# block 1

Block 1, register map, names as in the netlist:
Other sequential cells in the stronger gray, the rest of the logic in the fainter gray.
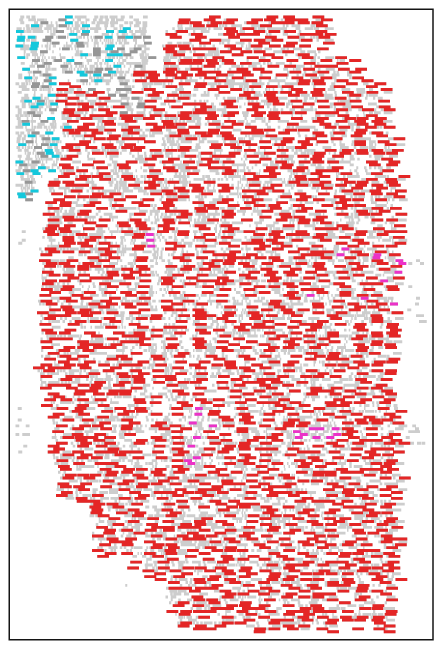

==> src/rtl/imem_responder.sv <==
// Instruction-memory responder: accepts one fetch PC at a time and returns the
// addressed 32-bit word LATENCY cycles later, with a loader write port that can
// fill program memory in any state. Misaligned or out-of-range PCs answer with
// NOP_WORD and resp_fault set.
//
// Handshake: a transfer happens on a rising edge where valid && ready. The
// responder raises req_ready when idle, or when its current response is being
// consumed in the same cycle. While resp_valid && !resp_ready the response
// fields do not change.
module imem_responder #(
   parameter int          DEPTH_WORDS = 64,
   parameter int          LATENCY     = 2,
   parameter logic [31:0] NOP_WORD    = 32'h00000013
) (
   input  logic                           clock,
   input  logic                           reset,
   input  logic                           req_valid,
   output logic                           req_ready,
   input  logic [63:0]                    req_pc,
   output logic                           resp_valid,
   input  logic                           resp_ready,
   output logic [31:0]                    resp_instr,
   output logic [63:0]                    resp_pc,
   output logic                           resp_fault,
   input  logic                           load_en,
   input  logic [$clog2(DEPTH_WORDS)-1:0] load_addr,
   input  logic [31:0]                    load_data,
   output logic                           busy,
   output logic [1:0]                     dbg_state
);

   localparam int AW = $clog2(DEPTH_WORDS);

   typedef enum logic [1:0] {
      IDLE = 2'd0,
      WAIT = 2'd1,
      RESP = 2'd2
   } state_t;

   state_t      state;
   state_t      state_next;
   logic [3:0]  count;
   logic [3:0]  count_next;
   logic [63:0] pend_pc;
   logic        pend_fault;

   logic        accept;
   logic        req_fault;
   logic        load_resp;
   logic [63:0] rd_pc;
   logic        rd_fault;
   logic [AW-1:0] rd_idx;
   logic [31:0] rd_word;
   logic [31:0] resp_word;

   logic [31:0] mem [DEPTH_WORDS];

   // Handshake, fault decode, next-state and the word to capture into resp_*.
   always_comb begin
      state_next = state;
      count_next = count;
      load_resp  = 1'b0;
      rd_pc      = pend_pc;
      rd_fault   = pend_fault;

      req_ready  = (state == IDLE) || ((state == RESP) && resp_ready);
      accept     = req_valid && req_ready;
      // DEPTH_WORDS is a power of two, so any set bit above the index field
      // means the word index is out of range.
      req_fault  = (req_pc[1:0] != 2'b00) || (|req_pc[63:AW+2]);

      case (state)
         WAIT: begin
            count_next = count - 4'd1;
            if (count == 4'd1) begin
               load_resp  = 1'b1;
               state_next = RESP;
            end
         end
         RESP: begin
            if (resp_ready) state_next = IDLE;
         end
         default: ;
      endcase

      // Acceptance is only possible from IDLE or a consumed RESP, so it
      // overrides whatever the case statement chose.
      if (accept) begin
         if (LATENCY == 1) begin
            state_next = RESP;
            load_resp  = 1'b1;
            rd_pc      = req_pc;
            rd_fault   = req_fault;
         end else begin
            state_next = WAIT;
            count_next = 4'(LATENCY - 1);
         end
      end

      // Write-first: a load to the word being read this edge is forwarded.
      rd_idx    = rd_pc[AW+1:2];
      rd_word   = (load_en && (load_addr == rd_idx)) ? load_data : mem[rd_idx];
      resp_word = rd_fault ? NOP_WORD : rd_word;

      resp_valid = (state == RESP);
      busy       = (state != IDLE);
      dbg_state  = state;
   end

   // FSM state, pending request and response registers.
   always_ff @(posedge clock) begin
      if (reset) begin
         state      <= IDLE;
         count      <= 4'd0;
         pend_pc    <= 64'd0;
         pend_fault <= 1'b0;
         resp_instr <= NOP_WORD;
         resp_pc    <= 64'd0;
         resp_fault <= 1'b0;
      end else begin
         state <= state_next;
         count <= count_next;
         if (accept) begin
            pend_pc    <= req_pc;
            pend_fault <= req_fault;
         end
         if (load_resp) begin
            resp_instr <= resp_word;
            resp_pc    <= rd_pc;
            resp_fault <= rd_fault;
         end
      end
   end

   // Program memory: NOP fill on reset, otherwise loader writes.
   always_ff @(posedge clock) begin
      if (reset) begin
         for (int i = 0; i < DEPTH_WORDS; i++) mem[i] <= NOP_WORD;
      end else if (load_en) begin
         mem[load_addr] <= load_data;
      end
   end

endmodule

==> config.mk <==
export PLATFORM = sky130hd
export DESIGN_NAME = imem_responder
export DESIGN_NICKNAME = d
export VERILOG_FILES = /design/src/rtl/imem_responder.sv
export SDC_FILE = /design/constraint.sdc
export NUM_CORES = 2
export LEC_CHECK = 0
export CORE_AREA = 5 5 391 585
export CTS_BUF_LIST = sky130_fd_sc_hd__clkbuf_8
export CTS_CLUSTER_DIAMETER = 60
export DETAILED_ROUTE_END_ITERATION = 6
export DIE_AREA = 0 0 396 590
export GPL_TIMING_DRIVEN = 0
export SYNTH_ARGS = -nofsm -noshare
export SYNTH_HDL_FRONTEND = slang
export SYNTH_SLANG_ARGS = --single-unit
==> constraint.sdc <==
create_clock -name clock -period 8.7 [get_ports clock]
set_input_delay 1.74 -clock clock [delete_from_list [all_inputs] [get_ports clock]]
set_output_delay 1.74 -clock clock [all_outputs]
set_load 0.1 [all_outputs]
# block 2

File: src/rtl/dmem_arbiter.sv
// Two-requester arbiter for the single-port data memory.
// P has default priority; L is forced in after a bounded wait.
module dmem_arbiter #(
    parameter int MAX_WAIT  = 4,
    parameter int BURST_LEN = 2
) (
    input  logic        clock,
    input  logic        reset,
    input  logic        p_req,
    input  logic        p_wren,
    input  logic [11:0] p_addr,
    input  logic [31:0] p_data,
    output logic        p_stall,
    output logic        p_rvalid,
    output logic [31:0] p_q,
    input  logic        l_req,
    input  logic        l_wren,
    input  logic [11:0] l_addr,
    input  logic [31:0] l_data,
    output logic        l_gnt,
    output logic        l_rvalid,
    output logic [31:0] l_q,
    output logic [11:0] address_dmem,
    output logic [31:0] data,
    output logic        wren,
    input  logic [31:0] q_dmem
);

    localparam logic [3:0] MW = 4'(MAX_WAIT);
    localparam logic [3:0] BL = 4'(BURST_LEN);

    typedef enum logic {S_PROC, S_LOAD} state_t;
    typedef enum logic [1:0] {RD_NONE, RD_P, RD_L} owner_t;

    state_t     state;
    owner_t     rd_owner;
    logic [3:0] wait_cnt;
    logic [3:0] burst_cnt;
    logic       sel_raw;
    logic       sel_l;
    logic       p_issue;

    always_comb begin
        sel_raw = 1'b0;
        if (l_req) begin
            case (state)
                S_PROC: sel_raw = !p_req || (wait_cnt == MW);
                S_LOAD: sel_raw = !p_req || (burst_cnt < BL);
            endcase
        end
    end

    // Outputs are forced idle while reset is held, whatever the requests.
    assign sel_l   = reset && sel_raw;
    assign p_issue = reset && p_req && !sel_raw;

    assign l_gnt        = sel_l;
    assign p_stall      = p_req && sel_l;
    assign address_dmem = sel_l ? l_addr : p_addr;
    assign data         = sel_l ? l_data : p_data;
    assign wren         = sel_l ? l_wren : (p_issue && p_wren);

    assign p_rvalid = (rd_owner == RD_P);
    assign l_rvalid = (rd_owner == RD_L);
    assign p_q      = q_dmem;
    assign l_q      = q_dmem;

    always_ff @(posedge clock or negedge reset) begin
        if (!reset) begin
            state     <= S_PROC;
            wait_cnt  <= 4'd0;
            burst_cnt <= 4'd0;
            rd_owner  <= RD_NONE;
        end else begin
            case (state)
                S_PROC: begin
                    if (sel_raw) begin
                        state     <= S_LOAD;
                        burst_cnt <= 4'd1;
                    end
                end
                S_LOAD: begin
                    if (!sel_raw) begin
                        state     <= S_PROC;
                        burst_cnt <= 4'd0;
                    end else if (p_req && burst_cnt != 4'hf) begin
                        burst_cnt <= burst_cnt + 4'd1;
                    end
                end
            endcase

            if (sel_raw || !l_req)
                wait_cnt <= 4'd0;
            else if (wait_cnt != MW)
                wait_cnt <= wait_cnt + 4'd1;

            // Tag the read so its data returns to whoever issued it.
            if (sel_raw && !l_wren)
                rd_owner <= RD_L;
            else if (!sel_raw && p_req && !p_wren)
                rd_owner <= RD_P;
            else
                rd_owner <= RD_NONE;
        end
    end

endmodule

File: config.mk
export PLATFORM = sky130hd
export DESIGN_NAME = dmem_arbiter
export DESIGN_NICKNAME = d
export VERILOG_FILES = /design/src/rtl/dmem_arbiter.sv
export SDC_FILE = /design/constraint.sdc
export NUM_CORES = 1
export LEC_CHECK = 0
export ABC_AREA = 1
export ABC_CLOCK_PERIOD_IN_PS = 2350
export CAP_MARGIN = 5
export CORE_AREA = 2 2 92 94
export CTS_CLUSTER_SIZE = 14
export DETAILED_ROUTE_END_ITERATION = 8
export DIE_AREA = 0 0 94 96
export HOLD_SLACK_MARGIN = 0.08
export MAX_ROUTING_LAYER = met4
export PLACE_DENSITY = 0.81
export SETUP_SLACK_MARGIN = 0.2
export SYNTH_ARGS = -nofsm -noshare
export SYNTH_HDL_FRONTEND = slang
export SYNTH_SLANG_ARGS = --single-unit
File: constraint.sdc
create_clock -name clock -period 2.35 [get_ports clock]
set_input_delay 0.5875 -clock clock [delete_from_list [all_inputs] [get_ports clock]]
set_output_delay 0.5875 -clock clock [all_outputs]
set_load 0.05 [all_outputs]
# block 3

**src/rtl/uart_pkg.sv**
```systemverilog
// Shared definitions for the UART receiver: FSM states, parity-sense constants,
// the default baud divisor and the parity helper.
package uart_pkg;

  typedef enum logic [2:0] {
    IDLE   = 3'd0,
    START  = 3'd1,
    DATA   = 3'd2,
    PARITY = 3'd3,
    STOP   = 3'd4,
    DONE   = 3'd5
  } uart_state_e;

  localparam bit PAR_EVEN = 1'b0;
  localparam bit PAR_ODD  = 1'b1;

  localparam int unsigned CLKS_9600_50M = 32'd5208;

  // Expected parity bit for a zero-extended word; odd sense inverts the XOR.
  function automatic logic parity_bit(input logic [7:0] word, input bit odd);
    parity_bit = (^word) ^ odd;
  endfunction

endpackage

```
**src/rtl/uart_bit_timer.sv**
```systemverilog
// Bit-period counter shared by the UART receiver and transmitter: counts
// 0..CLKS_PER_BIT-1 and raises half/full ticks at the mid and last count.
module uart_bit_timer #(
  parameter int unsigned CLKS_PER_BIT = 32'd16
) (
  input  logic clk,
  input  logic rst,
  input  logic clr,
  input  logic en,
  output logic half,
  output logic full
);

  localparam logic [15:0] HALF_CNT = 16'(CLKS_PER_BIT / 32'd2);
  localparam logic [15:0] LAST_CNT = 16'(CLKS_PER_BIT - 32'd1);

  logic [15:0] cnt_r;

  // Free-running bit counter, wraps at the end of each bit period
  always_ff @(posedge clk or negedge rst) begin
    if (!rst) begin
      cnt_r <= 16'd0;
    end else if (clr) begin
      cnt_r <= 16'd0;
    end else if (en) begin
      if (cnt_r == LAST_CNT) begin
        cnt_r <= 16'd0;
      end else begin
        cnt_r <= cnt_r + 16'd1;
      end
    end
  end

  assign half = en && (cnt_r == HALF_CNT);
  assign full = en && (cnt_r == LAST_CNT);

endmodule

```
**src/rtl/uart_rx_param.sv**
```systemverilog
// Parametrised oversampling UART receiver with valid/ready output and error pulses.
// Define UART_RX_PARITY_EN to expect and check a parity bit after the data bits.
module uart_rx_param
  import uart_pkg::*;
#(
  parameter int unsigned CLKS_PER_BIT = CLKS_9600_50M,
  parameter int unsigned DATA_BITS    = 32'd8,
  parameter int unsigned STOP_BITS    = 32'd1,
  parameter int unsigned PARITY_ODD   = 32'd0
) (
  input  logic       clk,
  input  logic       rst,
  input  logic       rxd,
  output logic [7:0] data,
  output logic       valid,
  input  logic       ready,
  output logic       frame_err,
  output logic       parity_err,
  output logic       overrun,
  output logic       busy
);

  localparam logic [2:0] DATA_LAST = 3'(DATA_BITS - 32'd1);
  localparam logic [2:0] STOP_LAST = 3'(STOP_BITS - 32'd1);

  uart_state_e          state_r, state_n;
  logic [1:0]           sync_r;
  logic                 rxs_s;
  logic                 tmr_clr_s, tmr_en_s, half_s, full_s;
  logic [2:0]           bit_cnt_r;
  logic [DATA_BITS-1:0] shift_r;
  logic [7:0]           word_s;
  logic                 frm_flag_r, par_flag_r;
  logic [7:0]           data_r;
  logic                 valid_r, frame_err_r, parity_err_r, overrun_r, busy_r;

  // Two-flop synchronizer; idles high so reset never looks like a start bit
  always_ff @(posedge clk or negedge rst) begin
    if (!rst) begin
      sync_r <= 2'b11;
    end else begin
      sync_r <= {sync_r[0], rxd};
    end
  end

  assign rxs_s = sync_r[1];

  uart_bit_timer #(.CLKS_PER_BIT(CLKS_PER_BIT)) u_timer (
    .clk  (clk),
    .rst  (rst),
    .clr  (tmr_clr_s),
    .en   (tmr_en_s),
    .half (half_s),
    .full (full_s)
  );

  // FSM state register
  always_ff @(posedge clk or negedge rst) begin
    if (!rst) begin
      state_r <= IDLE;
    end else begin
      state_r <= state_n;
    end
  end

  // Next-state logic and bit-timer control
  always_comb begin
    state_n   = state_r;
    tmr_clr_s = 1'b0;
    tmr_en_s  = (state_r != IDLE) && (state_r != DONE);
    case (state_r)
      IDLE: begin
        tmr_clr_s = 1'b1;
        if (!rxs_s) begin
          state_n = START;
        end else begin
          state_n = IDLE;
        end
      end
      START: begin
        if (half_s) begin
          tmr_clr_s = 1'b1;
          // A start bit that has gone high again by mid-bit is a glitch
          if (rxs_s) begin
            state_n = IDLE;
          end else begin
            state_n = DATA;
          end
        end else begin
          state_n = START;
        end
      end
      DATA: begin
        if (full_s && (bit_cnt_r == DATA_LAST)) begin
`ifdef UART_RX_PARITY_EN
          state_n = PARITY;
`else
          state_n = STOP;
`endif
        end else begin
          state_n = DATA;
        end
      end
      PARITY: begin
`ifdef UART_RX_PARITY_EN
        if (full_s) begin
          state_n = STOP;
        end else begin
          state_n = PARITY;
        end
`else
        state_n = IDLE;
`endif
      end
      STOP: begin
        if (full_s && (bit_cnt_r == STOP_LAST)) begin
          state_n = DONE;
        end else begin
          state_n = STOP;
        end
      end
      DONE:    state_n = IDLE;
      default: state_n = IDLE;
    endcase
  end

  // Zero-extend the received bits into the 8-bit output word
  always_comb begin
    word_s                  = 8'd0;
    word_s[DATA_BITS-1:0]   = shift_r;
  end

  // Shift register, bit index and sticky frame/parity flags of the frame in flight
  always_ff @(posedge clk or negedge rst) begin
    if (!rst) begin
      shift_r    <= '0;
      bit_cnt_r  <= 3'd0;
      frm_flag_r <= 1'b0;
      par_flag_r <= 1'b0;
    end else begin
      case (state_r)
        START: begin
          bit_cnt_r  <= 3'd0;
          frm_flag_r <= 1'b0;
          par_flag_r <= 1'b0;
        end
        DATA: begin
          if (full_s) begin
            shift_r   <= {rxs_s, shift_r[DATA_BITS-1:1]};
            bit_cnt_r <= (bit_cnt_r == DATA_LAST) ? 3'd0 : bit_cnt_r + 3'd1;
          end
        end
        PARITY: begin
`ifdef UART_RX_PARITY_EN
          if (full_s) begin
            par_flag_r <= rxs_s ^ parity_bit(word_s, PARITY_ODD != 32'd0);
          end
`endif
        end
        STOP: begin
          if (full_s) begin
            if (!rxs_s) begin
              frm_flag_r <= 1'b1;
            end
            bit_cnt_r <= (bit_cnt_r == STOP_LAST) ? 3'd0 : bit_cnt_r + 3'd1;
          end
        end
        default: begin
        end
      endcase
    end
  end

  // Output registers: deliver or flag overrun in DONE, drop valid after a handshake
  always_ff @(posedge clk or negedge rst) begin
    if (!rst) begin
      data_r       <= 8'd0;
      valid_r      <= 1'b0;
      frame_err_r  <= 1'b0;
      parity_err_r <= 1'b0;
      overrun_r    <= 1'b0;
      busy_r       <= 1'b0;
    end else begin
      frame_err_r  <= 1'b0;
      parity_err_r <= 1'b0;
      overrun_r    <= 1'b0;
      busy_r       <= (state_n != IDLE);
      if (state_r == DONE) begin
        frame_err_r  <= frm_flag_r;
        parity_err_r <= par_flag_r;
        // A handshake in the same cycle frees the slot, so no overrun
        if (!valid_r || ready) begin
          data_r  <= word_s;
          valid_r <= 1'b1;
        end else begin
          overrun_r <= 1'b1;
        end
      end else if (valid_r && ready) begin
        valid_r <= 1'b0;
      end
    end
  end

  assign data       = data_r;
  assign valid      = valid_r;
  assign frame_err  = frame_err_r;
  assign parity_err = parity_err_r;
  assign overrun    = overrun_r;
  assign busy       = busy_r;

endmodule
```
**config.mk**
```make
export PLATFORM = sky130hd
export DESIGN_NAME = uart_rx_param
export DESIGN_NICKNAME = d
export VERILOG_FILES = /design/src/rtl/uart_pkg.sv /design/src/rtl/uart_bit_timer.sv /design/src/rtl/uart_rx_param.sv
export SDC_FILE = /design/constraint.sdc
export NUM_CORES = 1
export LEC_CHECK = 0
export CORE_ASPECT_RATIO = 0.6
export CORE_UTILIZATION = 40
export DETAILED_ROUTE_END_ITERATION = 16
export PLACE_DENSITY = 0.61
export RECOVER_POWER = 50
export SLEW_MARGIN = 10
export SYNTH_ARGS = -nofsm -noshare
export SYNTH_HDL_FRONTEND = slang
export SYNTH_SLANG_ARGS = --single-unit
```
**constraint.sdc**
```tcl
create_clock -name clk -period 4 [get_ports clk]
set_input_delay 0.6 -clock clk [delete_from_list [all_inputs] [get_ports clk]]
set_output_delay 0.6 -clock clk [all_outputs]
set_load 0.01 [all_outputs]
```
# block 4

[src/rtl/rmii_to_mii.sv]
// RMII receive path: CRS_DV + RXD[1:0] dibits at 50 MHz rebuilt into MII-style nibbles,
// each presented with a one-cycle rx_en strobe. Optional preamble/SFD stripping.
module rmii_to_mii #(
  parameter bit STRIP_PREAMBLE = 1'b0
) (
  input  logic       eth_rmii_clk,
  input  logic       sys_rst_n,
  input  logic       eth_rx_dv,
  input  logic [1:0] eth_rx_data,
  output logic       rx_dv,
  output logic       rx_en,
  output logic [3:0] rx_data,
  output logic       rx_er,
  output logic       crs
);

  typedef enum logic [1:0] {IDLE, WAIT_PRE, ASSEMBLE} state_t;
  typedef enum logic [1:0] {SFD_HUNT, SFD_SEEN5, SFD_PASS, SFD_DROP} sfd_t;

  state_t     state;
  sfd_t       sfd;
  logic       dv_r;
  logic [1:0] rxd_r;
  logic [1:0] lo;
  logic       phase;
  logic       dv0;
  logic       armed;
  logic [3:0] nibble;

  // Second dibit of the nibble is the one currently in rxd_r (LSB-first order).
  assign nibble = {rxd_r, lo};

  always_ff @(posedge eth_rmii_clk or negedge sys_rst_n) begin
    if (!sys_rst_n) begin
      // NOTE: dv_r resets to 1 so the reset value itself cannot count as the
      // dv=0 sample IDLE needs before it may lock onto a new frame.
      dv_r    <= 1'b1;
      rxd_r   <= 2'b00;
      state   <= IDLE;
      sfd     <= SFD_HUNT;
      lo      <= 2'b00;
      phase   <= 1'b0;
      dv0     <= 1'b0;
      armed   <= 1'b0;
      rx_dv   <= 1'b0;
      rx_en   <= 1'b0;
      rx_data <= 4'h0;
      rx_er   <= 1'b0;
      crs     <= 1'b0;
    end else begin
      dv_r  <= eth_rx_dv;
      rxd_r <= eth_rx_data;
      rx_en <= 1'b0;
      rx_er <= 1'b0;

      case (state)
        IDLE: begin
          rx_dv <= 1'b0;
          crs   <= 1'b0;
          phase <= 1'b0;
          if (!dv_r) begin
            armed <= 1'b1;
          end else if (armed) begin
            state <= WAIT_PRE;
          end
        end

        WAIT_PRE: begin
          if (!dv_r) begin
            state <= IDLE;
          end else if (rxd_r == 2'b01) begin
            // First preamble dibit fixes nibble alignment: it is phase 0.
            lo    <= rxd_r;
            dv0   <= 1'b1;
            crs   <= 1'b1;
            phase <= 1'b1;
            sfd   <= STRIP_PREAMBLE ? SFD_HUNT : SFD_PASS;
            state <= ASSEMBLE;
          end
        end

        ASSEMBLE: begin
          if (!phase) begin
            lo    <= rxd_r;
            dv0   <= dv_r;
            crs   <= dv_r;
            phase <= 1'b1;
          end else if (dv_r) begin
            phase <= 1'b0;
            unique case (sfd)
              SFD_PASS: begin
                rx_data <= nibble;
                rx_en   <= 1'b1;
                rx_dv   <= 1'b1;
              end
              SFD_HUNT:  sfd <= (nibble == 4'h5) ? SFD_SEEN5 : SFD_DROP;
              SFD_SEEN5: begin
                if (nibble == 4'hD) begin
                  sfd <= SFD_PASS;
                end else if (nibble != 4'h5) begin
                  sfd <= SFD_DROP;
                end
              end
              SFD_DROP:  sfd <= SFD_DROP;
            endcase
          end else begin
            // CRS_DV low on phase 1: end of frame; high-then-low is a misaligned end.
            rx_er <= dv0;
            rx_dv <= 1'b0;
            crs   <= 1'b0;
            phase <= 1'b0;
            state <= IDLE;
          end
        end

        default: state <= IDLE;
      endcase
    end
  end

endmodule

[config.mk]
export PLATFORM = sky130hd
export DESIGN_NAME = rmii_to_mii
export DESIGN_NICKNAME = d
export VERILOG_FILES = /design/src/rtl/rmii_to_mii.sv
export SDC_FILE = /design/constraint.sdc
export NUM_CORES = 1
export LEC_CHECK = 0
export ABC_AREA = 1
export ABC_CLOCK_PERIOD_IN_PS = 2200
export CORE_MARGIN = 4
export CORE_UTILIZATION = 52
export DETAILED_ROUTE_END_ITERATION = 8
export GPL_TIMING_DRIVEN = 0
export PLACE_DENSITY = 0.76
export SYNTH_ARGS = -nofsm -noshare
export SYNTH_HDL_FRONTEND = slang
export SYNTH_SLANG_ARGS = --single-unit
export TNS_END_PERCENT = 30
[constraint.sdc]
create_clock -name eth_rmii_clk -period 2.2 [get_ports eth_rmii_clk]
set_clock_uncertainty 0.1 [all_clocks]
set_input_delay 0.44 -clock eth_rmii_clk [delete_from_list [all_inputs] [get_ports eth_rmii_clk]]
set_output_delay 0.44 -clock eth_rmii_clk [all_outputs]
set_load 0.005 [all_outputs]
Block 1, signal wires on met4:
The bar under the picture is 100 um long. Supply wires on this layer in gray.
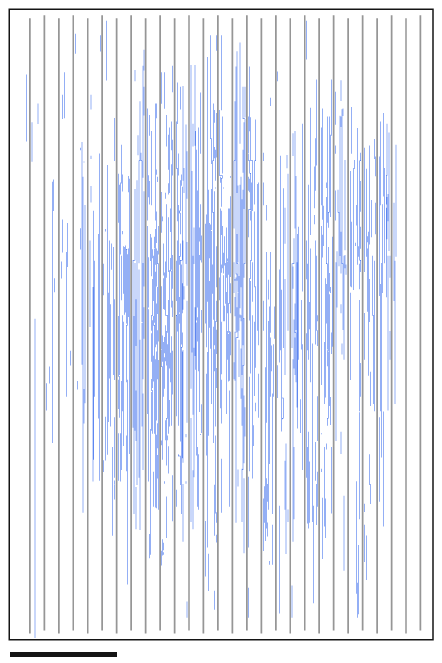
longest straight run: 315 um
share of all routed wire: 9.9%

## Picture notes: 'register map, names as in the netlist' of block 1
| name in the netlist | color | flops |
|---|---|---|
| `resp_pc` | cyan | 64 |
| `mem` | red | 2,048 |
| `resp_instr` | magenta | 32 |

==> run_results.csv, block 1 <==
group,metric,value,unit
worst_hold_path,worst_hold_path_stage_count,2,
floorplan,floorplan.initialDensity,44.6,%
run,max_cap_violations,9,
synthesis,seq_area_frac_synth,65.2,%
routing,highest-signal-layer,"met5",
floorplan,die_h,590,um
pwr,cell_leakage_power,37.3,nW
global_routing,number_of_antenna_violations_at_the_first_check_in_global_routing,42,
status,failed_checks,"DRC, capacitance limit, slew limit",
sta,total_count_of_max_transition_violations_in_the_final_report,71,
global_routing,global_route_met2_usage,53.6,%
critical_path,worst_path_max_stage_delay,0.83,ns
synthesis,synth.mux.area_fraction,14.0,%
synthesis,synth.yosys.chip_area,99700,um^2
place,placed_cells,9743,
place,gpl.final_weighted_congestion,0.974,
cts,cts_made_buffers,340,
synthesis,yosys.area_share.xor_xnor,0.0791,%
status,status,"finished with violations",
cts,postCtsSetupBuffers,0,
synthesis,fp_nets,6732,
synthesis,top_cell_area_share,61.7,%
cells_and_area,antenna_cells,21,
routing,dr_wl_met3,34900,um
cells_and_area,final_common_cell,"sky130_fd_sc_hd__edfxtp_1",
worst_hold_path,min_delay_worst_endpoint,"resp_pc[30]$_SDFFE_PP0P_",
routing,drcViolationCount,1,
-- block 1: state kept, by name (all words and copies together), names as in the netlist, named ones only --
register	cells
pend_pc	64
resp_pc	64
resp_instr	32
resp_fault	1
pend_fault	1
count	4
dbg_state	2
mem	2048
-- block 1: report_power, final --
group / internal (mW) / switching, mW / leakage [nW] / total (mW)
registers: 12.2 / 0.197 / 21.0 / 12.4
clock network: 3.97 / 4.27 / 3.54 / 8.23
logic: 1.08 / 2.16 / 12.8 / 3.25
Block 2, cells by drive strength:
The bar under the picture is 20 um long.
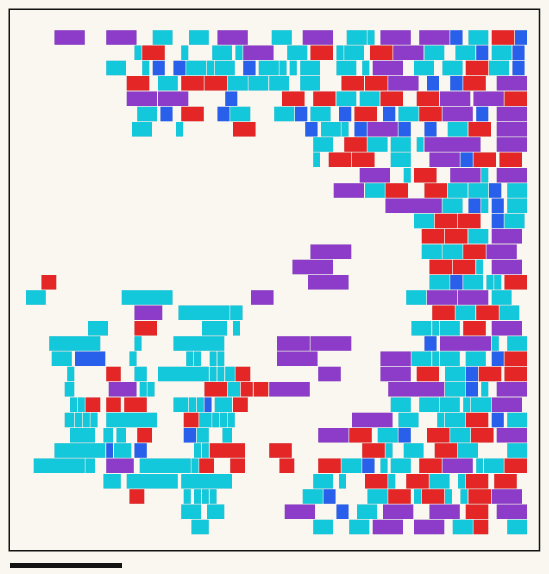
| size | color | cells | most used |
|---|---|---|---|
| x2 | blue | 41 | nand2_2 |
| x1 and smaller | cyan | 187 | clkdlybuf4s50_1 |
| x3 and x4 | red | 81 | nand2_4 |
| x6 and larger | purple | 62 | buf_8 |

==> run_results.csv, block 2 <==
group,metric,value,unit
cells_and_area,final-instance-count-excl-fill,476,
floorplan,std_cell_rows,33,
cells_and_area,drive_above_1_share,49.6,%
cells_and_area,clock_buffers,4,
critical_path,startpoint_type,"flop",
pwr,p_per_area,351,nW/um^2
synthesis,asyncSetResetFlopFracSynth,100,%
sta,setup_violations,47,
synthesis,synth-main-ff-cell,"sky130_fd_sc_hd__dfrtp_1",
floorplan,top_level_ports,239,
pwr,internal-power,0.768,mW
worst_hold_path,hp-start,"burst_cnt[0]$_DFFE_PN0P_",
cells_and_area,filler_cell_count,726,
cells_and_area,multi_input_comb_area,1370,um^2
routing,drcViolationCount,0,
critical_path,arrival,2.00,ns
sta,grt_setup_unrepaired,"true",
place,dpl_worst_slack,-0.268,ns
cells_and_area,num-nets-final,501,
global_routing,overflow,0,
cts,cts_made_buffers,3,
critical_path,timing.critical_path.cells,"inv_2, ha_2, nand2_2, nor2_4, nand2_2, nand3_4, nand2_4, inv_4, nand2_8, clkinv_8, buf_12, clkbuf_16, nand2_4, nand2_4, buf_8",
critical_path,cp-end-kind,"output pin",
cells_and_area,inv_count,10,
sta,post_layout_worst_setup_margin,-0.240,ns
cts,tritoncts,"done",
status,status,"finished with violations",
critical_path,timing.rr.start,"wait_cnt[0]$_DFFE_PN0P_",
status,failed_checks,"setup timing",
block 2: stage by stage:
step	hold WS [ns]	area, um^2	power [mW]
floorplan	0.292	2150	0.965
global placement	0.486	3110	0.970
detailed placement	0.503	3110	0.980
CTS	0.516	3740	1.34
global route	0.550	3830	1.41
finish	0.508	3830	1.35
block 2: state kept, by name (all words and copies together), names as in the netlist:
register / count
burst_cnt: 4
rd_owner: 2
state: 1
wait_cnt: 4
block 2: cell families after synthesis:
kind of cell,after synthesis
and+or+nand+nor,172
buffers and inverters,83
xor gates and xnor gates,3
AOI/OAI and AO/OA,4
adders and majority gates,3
DFF,11
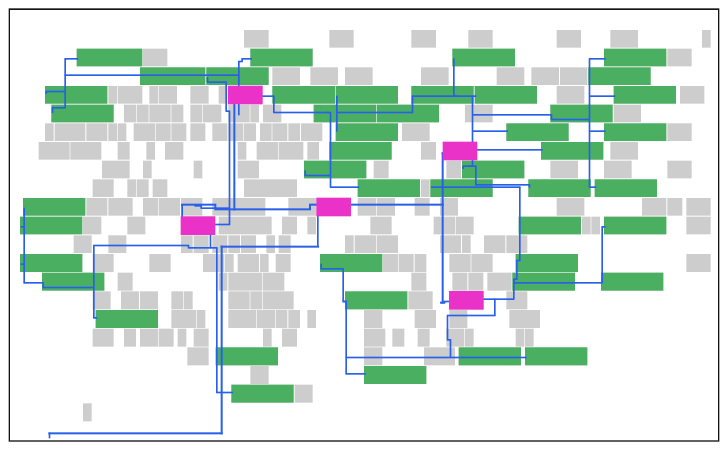
Block 3: clock network drawn from the DEF
[clock-net drivers] magenta | count: 5
[flip-flops] green | count: 45
[clock wires] blue | length: 593 um
routed clock nets: 6
flops lie: spread over the die

Block 3, wiring heat map:
The bar under the picture is 20 um long. 21 x 13 tiles, from dark purple (low) to yellow (high), scaled to the fullest tile. Values are wire area over tile area, all layers added.
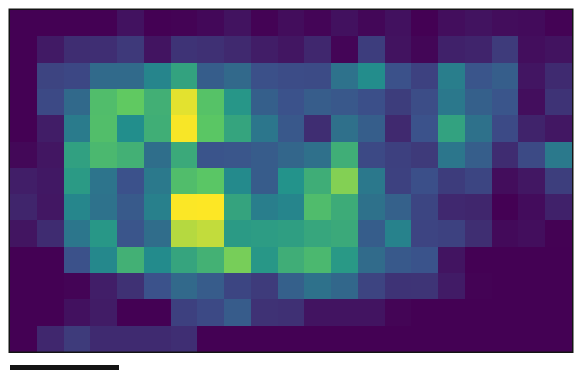
densest ninth of the die: middle
tiles over half the peak: 17%
emptiest ninth of the die: bottom right

==> run_results.csv, block 3 <==
group,metric,value,unit
pwr,power_top_consumer,"registers",
critical_path,crit_path_start,"u_timer.cnt_r[3]$_DFFE_PN0P_",
global_routing,first_global_vias,1602,
cts,htree_num_levels,2,
critical_path,critical_path_data_required_time,4.20,ns
cts,cts_max_path_buffers,2,
critical_path,timing.rr.start,"u_timer.cnt_r[3]$_DFFE_PN0P_",
pwr,power_switching_share,23.3,%
routing,drt_wl_total,4930,um
floorplan,design.die.area,6460,um^2
run,max_cap_violations,1,
status,status,"finished with violations",
sta,total_count_of_max_transition_violations_in_the_final_report,46,
critical_path,cp-end-kind,"flop",
sta,setup_violations,0,
cells_and_area,drive_above_1_share,16.7,%
critical_path,timing.critical_path.cells,"or4b_4, nor4_4, a31o_1, nor2_2, a221o_1",
worst_hold_path,hp-start,"sync_r[0]$_DFF_PN1_",
global_routing,grtUsageMet1,30.2,%
routing,dr.first_iter.drc_count,105,
floorplan,floorplan.initialDensity,42.7,%
synthesis,synth-main-ff-cell,"sky130_fd_sc_hd__dfrtp_1",
sta,post_route_fraction_of_the_period_consumed_by_the_critical_path,67.6,%
sta,grt_setup_unrepaired,"false",
pwr,total_power,0.762,mW
critical_path,cp.depth,5,
status,failed_checks,"capacitance limit, slew limit",
routing,drt_first_pass_iters,4,
global_routing,grt_start_max_net_pins,46,
floorplan,top_level_ports,17,
run,tool_warnings,28,
critical_path,cpLargestDelayFamily,"simple AND/OR/NAND/NOR gates",
floorplan,core_region_area,5750,um^2
cts,clkSlewWorstSetupHoldPaths,0.09,ns
synthesis,yosys.area_share.aoi,14.6,%
synthesis,most_common_cell,"sky130_fd_sc_hd__dfrtp_1",
sta,maxClockFrequency,0.370,GHz
pwr,comb_power,0.0109,mW
critical_path,cp_max_fo,19,
global_routing,global_route.usage.met3,4.36,%
routing,drcViolationCount,0,
cts,insertion_delay,0.30,ns
==> block 3: registers in the layout, summed over array words and instances (netlist names) <==
name,count
sync_r,2
shift_r,8
busy,1
frame_err,1
u_timer.cnt_r,16
overrun,1
frm_flag_r,1
state_r,3
valid,1
bit_cnt_r,3
data,8
==> block 3: area by class of cell <==
type	instances	area (um^2)
Sequential cell	45	1130
Clock buffer	5	68.8
Timing Repair Buffer	15	144
Inverter	5	18.8
Clock inverter	3	25.0
Fill cell	540	3040
Tap cell	80	100
Multi-Input combinational cell	161	1220
Block 4, clock network drawn from the DEF:
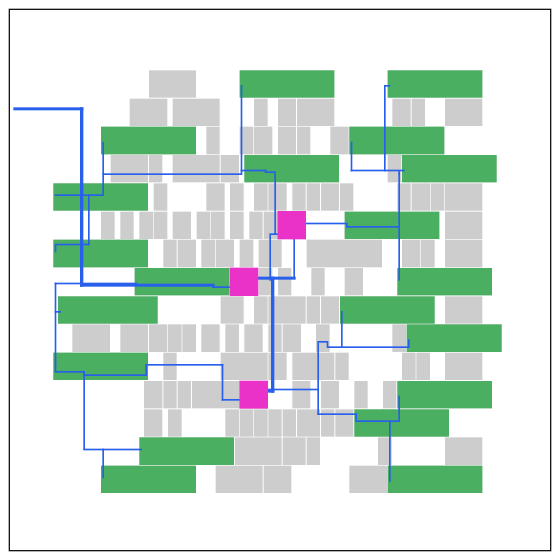
[clock wires] blue | length: 254 um
[flip-flops] green | count: 20
[clock-net drivers] magenta | count: 3
routed clock nets: 4

Block 4, register map, names as in the netlist:
Other sequential cells in the stronger gray, the rest of the logic in the fainter gray.
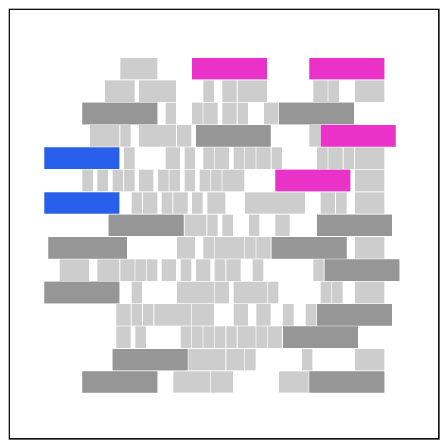
| name in the netlist | color | flops |
|---|---|---|
| `sfd` | blue | 2 |
| `rx_data` | magenta | 4 |
not colored: 14

==> run_results.csv, block 4 <==
group,metric,value,unit
status,status,"finished, final reports clean",
routing,dr.first_iter.drc_count,16,
run,tool_warnings,31,
cells_and_area,clock_tree_area_fraction,2.22,%
pwr,net-switching-power,0.603,mW
global_routing,grt.busiest_layer,"met2",
sta,timing.setup.tns,0,ns
place,dpl_worst_slack,0.522,ns
cells_and_area,layout.non_clock_buffers,12,
pwr,power_top_consumer,"combinational logic",
pwr,clock_power,0.181,mW
critical_path,cpLargestDelayFamily,"buffers and inverters",
critical_path,timing.critical_path.cells,"clkdlybuf4s50_1",
synthesis,synth.avg_cell_area,8.61,um^2
cts,post_cts_resized,0,
synthesis,asyncSetResetFlopFracSynth,100,%
sta,total_count_of_max_transition_violations_in_the_final_report,0,
synthesis,yosysUniqueCellTypes,19,
cells_and_area,layout.cells.most_common_list,"sky130_fd_sc_hd__nand2_1, sky130_fd_sc_hd__dfrtp_1, sky130_fd_sc_hd__inv_1",
routing,drcViolationCount,0,
## block 4: sequential cells by signal, indices dropped and copies added (netlist names), 2 cells and up
signal	count
rxd_r	2
rx_data	4
lo	2
state	2
sfd	2
## block 4: final timing paths
check                                               to  slack (ns)  cells past startpoint
worst max register to register      sfd[0]$_DFFE_PN0P_        0.55                      8
worst max-delay path                               crs        0.49                      1
min in group asynchronous              crs$_DFFE_PN0P_        0.53                      1
max in group asynchronous       rx_data[1]$_DFFE_PN0P_        0.95                      1
worst min-delay path                 armed$_DFFE_PN0P_        0.39                      1
worst min register to register       armed$_DFFE_PN0P_        0.39                      1

# block 5

Block 5, wiring heat map:
The bar under the picture is 20 um long. 14 x 14 tiles, from dark purple (low) to yellow (high), scaled to the fullest tile. Values are wire area over tile area, all layers added.
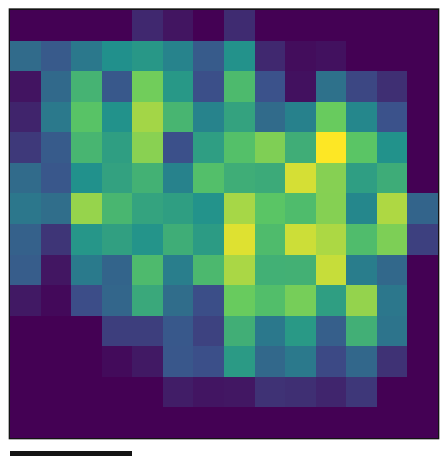

File: src/rtl/mux5_rr_scheduler_if.sv
// Handshake bundle between the five source lanes, the scheduler and the shared mux output path.
// The slave side is the scheduler; the master side drives requests, lane data and downstream ready.
interface mux5_rr_scheduler_if #(
    parameter int W = 1
) ();
    logic [4:0]     req;
    logic [5*W-1:0] din;
    logic           dout_ready;
    logic [4:0]     gnt;
    logic [2:0]     sel;
    logic [W-1:0]   dout;
    logic           dout_valid;
    logic           busy;

    modport slave (
        input  req, din, dout_ready,
        output gnt, sel, dout, dout_valid, busy
    );

    modport master (
        output req, din, dout_ready,
        input  gnt, sel, dout, dout_valid, busy
    );
endinterface

File: src/rtl/mux5_rr_scheduler.sv
// Round-robin owner of a shared 5:1 mux; each grant is a burst of at most HOLD beats,
// with one idle cycle between grants so the search pointer can advance.
module mux5_rr_scheduler #(
    parameter int W    = 1,
    parameter int HOLD = 4
) (
    input  logic                  clk,
    input  logic                  rst_n,
    mux5_rr_scheduler_if.slave    bus
);
    localparam int CW = $clog2(HOLD + 1);

    // state | meaning
    // IDLE  | no owner; search req from ptr upward and grant on the next edge
    // GRANT | lane sel owns the mux; beats flow while req[sel] stays high
    typedef enum logic {IDLE, GRANT} state_t;

    state_t         state_q, state_d;
    logic [2:0]     ptr_q, ptr_d;
    logic [2:0]     sel_q, sel_d;
    logic [4:0]     gnt_q, gnt_d;
    logic [CW-1:0]  cnt_q, cnt_d;

    logic [2:0]     pick;
    logic           found;
    logic [3:0]     idx;
    logic           lane_req;
    logic           valid;
    logic           xfer;

    always_comb begin
        pick  = 3'd0;
        found = 1'b0;
        idx   = 4'd0;
        for (int i = 0; i < 5; i++) begin
            idx = 4'(ptr_q) + 4'(i);
            if (idx > 4'd4) idx = idx - 4'd5;
            if (!found && bus.req[idx[2:0]]) begin
                pick  = idx[2:0];
                found = 1'b1;
            end
        end
    end

    assign lane_req = bus.req[sel_q];
    assign valid    = (state_q == GRANT) && lane_req;
    assign xfer     = valid && bus.dout_ready;

    always_comb begin
        state_d = state_q;
        ptr_d   = ptr_q;
        sel_d   = sel_q;
        gnt_d   = gnt_q;
        cnt_d   = cnt_q;
        case (state_q)
            IDLE: begin
                if (found) begin
                    state_d = GRANT;
                    sel_d   = pick;
                    gnt_d   = 5'b00001 << pick;
                    cnt_d   = '0;
                end
            end
            GRANT: begin
                // a dropped request releases even if the downstream is ready
                if (!lane_req || (xfer && cnt_q == CW'(HOLD - 1))) begin
                    state_d = IDLE;
                    gnt_d   = 5'b00000;
                    cnt_d   = '0;
                    ptr_d   = (sel_q == 3'd4) ? 3'd0 : sel_q + 3'd1;
                end else if (xfer) begin
                    cnt_d = cnt_q + CW'(1);
                end
            end
            default: state_d = IDLE;
        endcase
    end

    always_ff @(posedge clk or negedge rst_n) begin
        if (!rst_n) begin
            state_q <= IDLE;
            ptr_q   <= 3'd0;
            sel_q   <= 3'd0;
            gnt_q   <= 5'b00000;
            cnt_q   <= '0;
        end else begin
            state_q <= state_d;
            ptr_q   <= ptr_d;
            sel_q   <= sel_d;
            gnt_q   <= gnt_d;
            cnt_q   <= cnt_d;
        end
    end

    assign bus.gnt        = gnt_q;
    assign bus.sel        = sel_q;
    assign bus.busy       = (state_q == GRANT);
    assign bus.dout_valid = valid;
    assign bus.dout       = valid ? bus.din[sel_q*W +: W] : '0;
endmodule

File: src/flat_wrapper.sv
// flat-port wrapper written by rule: the top's interface ports become plain ports
module mux5_rr_scheduler_flat 
#(
    parameter int W    = 1,
    parameter int HOLD = 4
)
  (clk, rst_n, bus_req, bus_din, bus_dout_ready, bus_gnt, bus_sel, bus_dout, bus_dout_valid, bus_busy);
  mux5_rr_scheduler_if #(.W(W)) bus_i ();
  input  logic clk;
  input  logic rst_n;
  input wire logic [$bits(bus_i.req)-1:0] bus_req;
  input wire logic [$bits(bus_i.din)-1:0] bus_din;
  input wire logic [$bits(bus_i.dout_ready)-1:0] bus_dout_ready;
  output wire logic [$bits(bus_i.gnt)-1:0] bus_gnt;
  output wire logic [$bits(bus_i.sel)-1:0] bus_sel;
  output wire logic [$bits(bus_i.dout)-1:0] bus_dout;
  output wire logic [$bits(bus_i.dout_valid)-1:0] bus_dout_valid;
  output wire logic [$bits(bus_i.busy)-1:0] bus_busy;
  assign bus_i.req = bus_req;
  assign bus_i.din = bus_din;
  assign bus_i.dout_ready = bus_dout_ready;
  assign bus_gnt = bus_i.gnt;
  assign bus_sel = bus_i.sel;
  assign bus_dout = bus_i.dout;
  assign bus_dout_valid = bus_i.dout_valid;
  assign bus_busy = bus_i.busy;
  mux5_rr_scheduler #(.W(W), .HOLD(HOLD)) u_core (.clk(clk), .rst_n(rst_n), .bus(bus_i));
endmodule
File: config.mk
export PLATFORM = sky130hd
export DESIGN_NAME = mux5_rr_scheduler_flat
export DESIGN_NICKNAME = d
export VERILOG_FILES = /design/src/rtl/mux5_rr_scheduler_if.sv /design/src/rtl/mux5_rr_scheduler.sv /design/src/flat_wrapper.sv
export SDC_FILE = /design/constraint.sdc
export NUM_CORES = 1
export LEC_CHECK = 0
export ABC_AREA = 1
export CAP_MARGIN = 20
export CORE_MARGIN = 3
export CORE_UTILIZATION = 45
export CTS_BUF_LIST = sky130_fd_sc_hd__clkbuf_8 sky130_fd_sc_hd__clkbuf_16
export DETAILED_ROUTE_END_ITERATION = 8
export PLACE_DENSITY = 0.81
export SETUP_SLACK_MARGIN = 0.2
export SYNTH_ARGS = -nofsm -noshare
export SYNTH_HDL_FRONTEND = slang
export SYNTH_SLANG_ARGS = --single-unit
File: constraint.sdc
create_clock -name clk -period 2.75 [get_ports clk]
set_input_delay 0.55 -clock clk [delete_from_list [all_inputs] [get_ports clk]]
set_output_delay 0.55 -clock clk [all_outputs]
set_load 0.03 [all_outputs]
# block 6

[config.mk]
export PLATFORM = sky130hd
export DESIGN_NAME = irq_request_latch
export DESIGN_NICKNAME = d
export VERILOG_FILES = /design/src/rtl/irq_request_latch.sv
export SDC_FILE = /design/constraint.sdc
export NUM_CORES = 1
export LEC_CHECK = 0
export CAP_MARGIN = 0
export CORE_MARGIN = 4
export CORE_UTILIZATION = 45
export DETAILED_ROUTE_END_ITERATION = 7
export GPL_TIMING_DRIVEN = 1
export PLACE_DENSITY = 0.75
export SLEW_MARGIN = 20
export SYNTH_ARGS = -nofsm -noshare
export SYNTH_HDL_FRONTEND = slang
export SYNTH_SLANG_ARGS = --single-unit
[constraint.sdc]
create_clock -name clk -period 2.55 [get_ports clk]
set_clock_uncertainty 0.1 [all_clocks]
set_input_delay 0.255 -clock clk [delete_from_list [all_inputs] [get_ports clk]]
set_output_delay 0.255 -clock clk [all_outputs]
set_load 0.02 [all_outputs]
[src/rtl/irq_request_latch.sv]
// irq_request_latch
//
// Captures eight asynchronous request lines and synchronizes them. Requests
// are latched as pending, filtered by an enable mask, and presented as a
// stable 8-bit snapshot to a downstream 8-to-3 priority encoder. The snapshot
// is held until the consumer acknowledges one of its set bits by index.
//
// Build option: define IRQ_EDGE_DETECT_EN for edge-triggered requests, where
// overrun detection is active. Without it, requests are level-sensitive:
// a line that is still high re-sets its pending bit after it is acknowledged,
// and overrun never pulses.
//
// SYNC_STAGES sets the synchronizer depth. Legal values are 2 or 3.

module irq_request_latch #(
   parameter int SYNC_STAGES = 2
) (
   input  logic       clk,
   input  logic       rst,
   input  logic [7:0] req_in,
   input  logic       mask_wr,
   input  logic [7:0] mask_data,
   input  logic       ack,
   input  logic [2:0] ack_id,
   output logic [7:0] out,
   output logic       valid,
   output logic [7:0] pending,
   output logic [7:0] mask,
   output logic       ack_err,
   output logic       overrun
);

   typedef enum logic {IDLE, HOLD} state_t;

   state_t                      state, state_next;
   logic [SYNC_STAGES-1:0][7:0] sync_q;
   logic [7:0]                  s;
   logic [7:0]                  set_bits;
   logic [7:0]                  clr_bits;
   logic [7:0]                  eligible;
   logic                        ack_hit;
   logic [7:0]                  out_next, pending_next, mask_next;
   logic                        valid_next, ack_err_next, overrun_next;
`ifdef IRQ_EDGE_DETECT_EN
   logic [7:0]                  s_d;
`endif

   assign s = sync_q[SYNC_STAGES-1];

   // Synchronizer chain that brings the request lines into the clock domain
   always_ff @(posedge clk) begin
      if (rst) begin
         sync_q <= '0;
      end else begin
         sync_q[0] <= req_in;
         for (int i = 1; i < SYNC_STAGES; i++) begin
            sync_q[i] <= sync_q[i-1];
         end
      end
   end

`ifdef IRQ_EDGE_DETECT_EN
   // Delayed copy of the synchronized lines, used for rising-edge detection
   always_ff @(posedge clk) begin
      if (rst) begin
         s_d <= '0;
      end else begin
         s_d <= s;
      end
   end
`endif

   // Set and clear terms for the pending register. In edge mode, a set wins
   // over a clear on the same bit. In level mode, the clear wins for one cycle
   // so that an acknowledged line that is still high re-arms on the next edge.
   always_comb begin
      ack_hit  = ack && (state == HOLD) && out[ack_id];
      clr_bits = ack_hit ? (8'b1 << ack_id) : 8'h00;
`ifdef IRQ_EDGE_DETECT_EN
      set_bits     = s & ~s_d;
      overrun_next = |(set_bits & pending & ~clr_bits);
`else
      set_bits     = s & ~clr_bits;
      overrun_next = 1'b0;
`endif
      pending_next = (pending & ~clr_bits) | set_bits;
      ack_err_next = ack && !ack_hit;
      mask_next    = mask_wr ? mask_data : mask;
      eligible     = pending & ~mask;
   end

   // Grant FSM: snapshot the eligible requests in IDLE, then freeze the
   // snapshot in HOLD until one of its bits is acknowledged
   always_comb begin
      state_next = state;
      out_next   = out;
      valid_next = valid;
      case (state)
         IDLE: begin
            if (eligible != 8'h00) begin
               out_next   = eligible;
               valid_next = 1'b1;
               state_next = HOLD;
            end else begin
               out_next   = 8'h00;
               valid_next = 1'b0;
            end
         end
         HOLD: begin
            if (ack_hit) begin
               out_next   = 8'h00;
               valid_next = 1'b0;
               state_next = IDLE;
            end
         end
         default: begin
            state_next = IDLE;
            out_next   = 8'h00;
            valid_next = 1'b0;
         end
      endcase
   end

   // State, snapshot, pending, mask and the one-cycle event pulses
   always_ff @(posedge clk) begin
      if (rst) begin
         state   <= IDLE;
         out     <= 8'h00;
         valid   <= 1'b0;
         pending <= 8'h00;
         mask    <= 8'h00;
         ack_err <= 1'b0;
         overrun <= 1'b0;
      end else begin
         state   <= state_next;
         out     <= out_next;
         valid   <= valid_next;
         pending <= pending_next;
         mask    <= mask_next;
         ack_err <= ack_err_next;
         overrun <= overrun_next;
      end
   end

endmodule

Block 5, register map, names as in the netlist:
Other sequential cells in the stronger gray, the rest of the logic in the fainter gray.
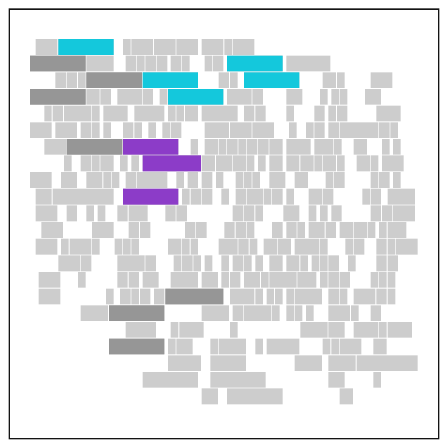
| name in the netlist | color | flops |
|---|---|---|
| `u_core.bus.sel` | purple | 3 |
| `u_core.bus.gnt` | cyan | 5 |
not colored: 7

About 'wiring heat map' of block 5:
fullest tile: 0.44
densest ninth of the die: middle
mean over tiles: 0.15

==> run_results.csv, block 5 <==
group,metric,value,unit
sta,timing_worst_slew_pin_value,0.665,ns
status,status,"finished, final reports clean",
synthesis,yosys.area_share.xor_xnor,1.84,%
run,tool_warnings,37,
routing,drt_first_pass_iters,4,
place,port-buffer-count,23,
sta,skew,0.00476,ns
sta,whs,0.517,ns
synthesis,ys_warn_count,0,
critical_path,critPathKind,"in -> out",
cells_and_area,seqAreaFraction,15.6,%
global_routing,grt_start_max_net_pins,16,
cts,cts_max_path_buffers,2,
cells_and_area,regArea,378,um^2
synthesis,yosys.area_share.aoi,11.0,%
critical_path,cpMaxStageDelayCell,"sky130_fd_sc_hd__clkdlybuf4s50_1",
routing,wl_met2,2270,um
cts,cts_hold_buffers_added,0,
cells_and_area,inv_count,36,
floorplan,std_cell_rows,22,
cts,insertion_delay,0.25,ns
cts,post_cts_resized,7,
synthesis,synth.logic.top_family,"simple AND/OR/NAND/NOR gates",
sta,post_route_fraction_of_the_period_consumed_by_the_critical_path,89.2,%
synthesis,synth.yosys.chip_area,1840,um^2
cts,clkSlewWorstSetupHoldPaths,0.06,ns
cells_and_area,layout.sequential_cells,15,
synthesis,syn-cell-area,1840,um^2
routing,dr_wl_met3,201,um
block 5: sequential cells by signal, indices dropped and copies added (netlist names):
name and cells:
u_core.bus.sel 3, u_core.bus.gnt 5, u_core.cnt_q 3, u_core.ptr_q 3, u_core.bus.busy 1
block 5: worst min-delay path, stage by stage (launching register included):
cell,delay (ns)
sky130_fd_sc_hd__dfrtp_1,0.34
sky130_fd_sc_hd__nand3_1,0.07
sky130_fd_sc_hd__nand2_1,0.07
Block 6, cells by drive strength:
The bar under the picture is 20 um long.
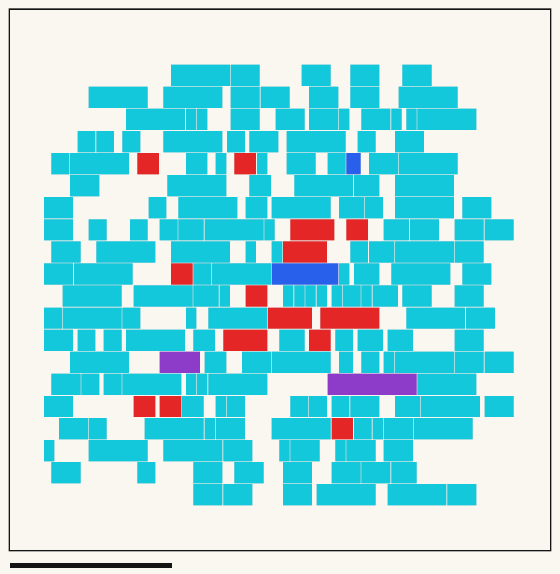
| size | color | cells |
|---|---|---|
| x6 and larger | purple | 2 |
| x3 and x4 | red | 14 |
| x2 | blue | 2 |
| x1 and smaller | cyan | 177 |

Block 6, placement view:
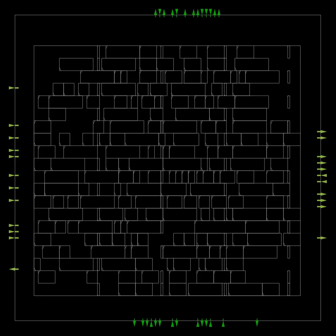
non-filler cells in the finished layout: 239
number of tap cells inserted: 44
number of filler instances in the final layout: 265
Core Area: 3150 um^2

==> run_results.csv, block 6 <==
group,metric,value,unit
synthesis,synth_simple_gate_area_share,18.4,%
floorplan,std_cell_rows,20,
sta,timing.setup.tns,0,ns
cts,clock_sink_count,43,
critical_path,cpLargestDelayFamily,"multiplexers",
global_routing,global_route_met2_usage,30.4,%
critical_path,cp.depth,5,
routing,drcViolationCount,0,
routing,drt_wl_total,3400,um
run,tool_warnings,26,
critical_path,rr_worst_depth,4,
sta,whs,0.344,ns
synthesis,synth.yosys.chip_area,1540,um^2
synthesis,synth.mux.area_fraction,10.6,%
critical_path,cp-endpoint,"out[0]$_SDFFE_PP0P_",
synthesis,syn_inst,143,
synthesis,synth.largest_area_cell,"sky130_fd_sc_hd__dfxtp_1",
critical_path,cpMaxStageDelayCell,"sky130_fd_sc_hd__clkdlybuf4s50_1",
cts,postCtsSetupBuffers,0,
place,placement.cell_area,2070,um^2
global_routing,grt_start_max_net_pins,25,
routing,detail-route-antenna-nets,0,
status,status,"finished, final reports clean",
place,dpl_worst_slack,-0.0388,ns
sta,setup_violations,0,
floorplan,top_level_ports,50,
global_routing,overflow,0,
global_routing,number_of_antenna_violations_at_the_first_check_in_global_routing,0,
place,port-buffer-count,48,
sta,maxClockFrequency,0.444,GHz
floorplan,design.die.area,4430,um^2
critical_path,critical_path_data_required_time,2.75,ns
critical_path,worstPathBufferInverterCount,1,
cts,cts_max_path_buffers,2,
critical_path,timing.rr.start,"out[4]$_SDFFE_PP0P_",
global_routing,grt.total_usage,17.0,%
critical_path,r2r_slack,0.56,ns
critical_path,timing.critical_path.cells,"clkdlybuf4s50_1, mux2_4, mux4_2, a211oi_4, a22o_1",
critical_path,crit_path_start,"ack_id[1]",
cts,clkSlewWorstSetupHoldPaths,0.11,ns
routing,highest-signal-layer,"met4",
routing,dr.first_iter.drc_count,32,
synthesis,synth.ff_latch_count,43,
global_routing,wire_length_of_the_first_global_routing_pass,5610,um
critical_path,cp_max_fo,9,
critical_path,worst_path_max_stage_delay,0.65,ns
cells_and_area,multi_input_comb_area,632,um^2
cells_and_area,final_common_cell,"sky130_fd_sc_hd__clkdlybuf4s50_1",
sta,slew_headroom,47.7,%
cts,clk_root_buffer_cell,"sky130_fd_sc_hd__clkbuf_4",
sta,timing_worst_slew_pin_value,0.777,ns
worst_hold_path,timing.hold.worst.class,"in -> reg",
cells_and_area,num-nets-final,217,
run,max_cap_violations,0,
==> block 6: cell type report <==
type / count / share of cell area, %
Clock inverter: 2 / 1.63
Inverter: 2 / 0.349
Timing Repair Buffer: 52 / 23.7
Multi-Input combinational cell: 90 / 29.4
Sequential cell: 43 / 40.0
Tap cell: 44 / 2.56
Clock buffer: 6 / 2.38
==> block 6: state kept, by name, summed over array words and instances, names as in the netlist <==
register  flops
mask          8
out           8
pending       8
s             8
sync_q        8
ack_err       1
state         1
valid         1


## Gallery

Wiring heat map.
Plate I
The bar under the picture is 20 um long. 13 x 13 tiles, from dark purple (low) to yellow (high), scaled to the fullest tile. Values are wire area over tile area, all layers added.
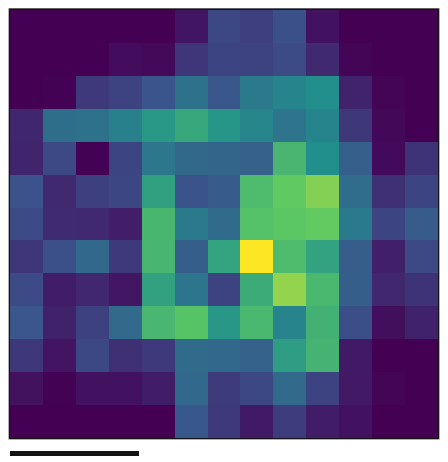
Plate II
The bar under the picture is 20 um long. 19 x 19 tiles, from dark purple (low) to yellow (high), scaled to the fullest tile. Values are wire area over tile area, all layers added.
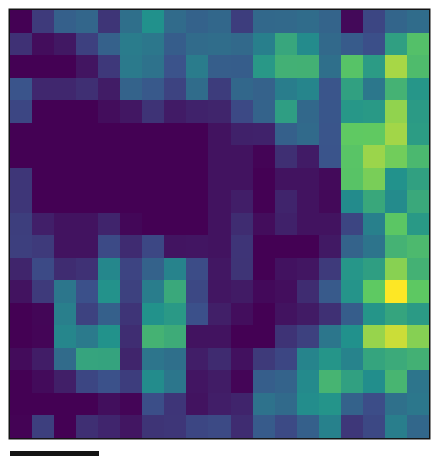
Plate III
The bar under the picture is 100 um long. 20 x 30 tiles, from dark purple (low) to yellow (high), scaled to the fullest tile. Values are wire area over tile area, all layers added.
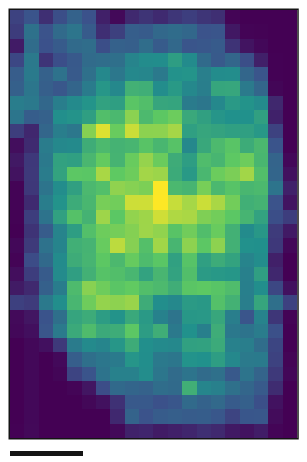
Plate IV
The bar under the picture is 20 um long. 10 x 10 tiles, from dark purple (low) to yellow (high), scaled to the fullest tile. Values are wire area over tile area, all layers added.
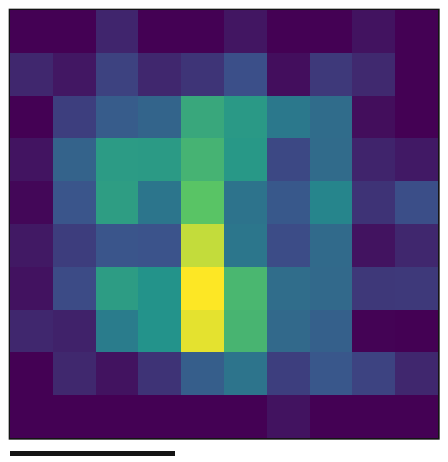
Of these, largest die: Plate III
- block 2 = Plate II
- block 6 = Plate I
- block 1 = Plate III
- block 4 = Plate IV

Key to Plate I:
densest ninth of the die: middle
fullest tile: 0.48
nearly empty tiles: 19%
mean over tiles: 0.12

Power figures rest on the tool's default switching activity, not on a simulated workload.
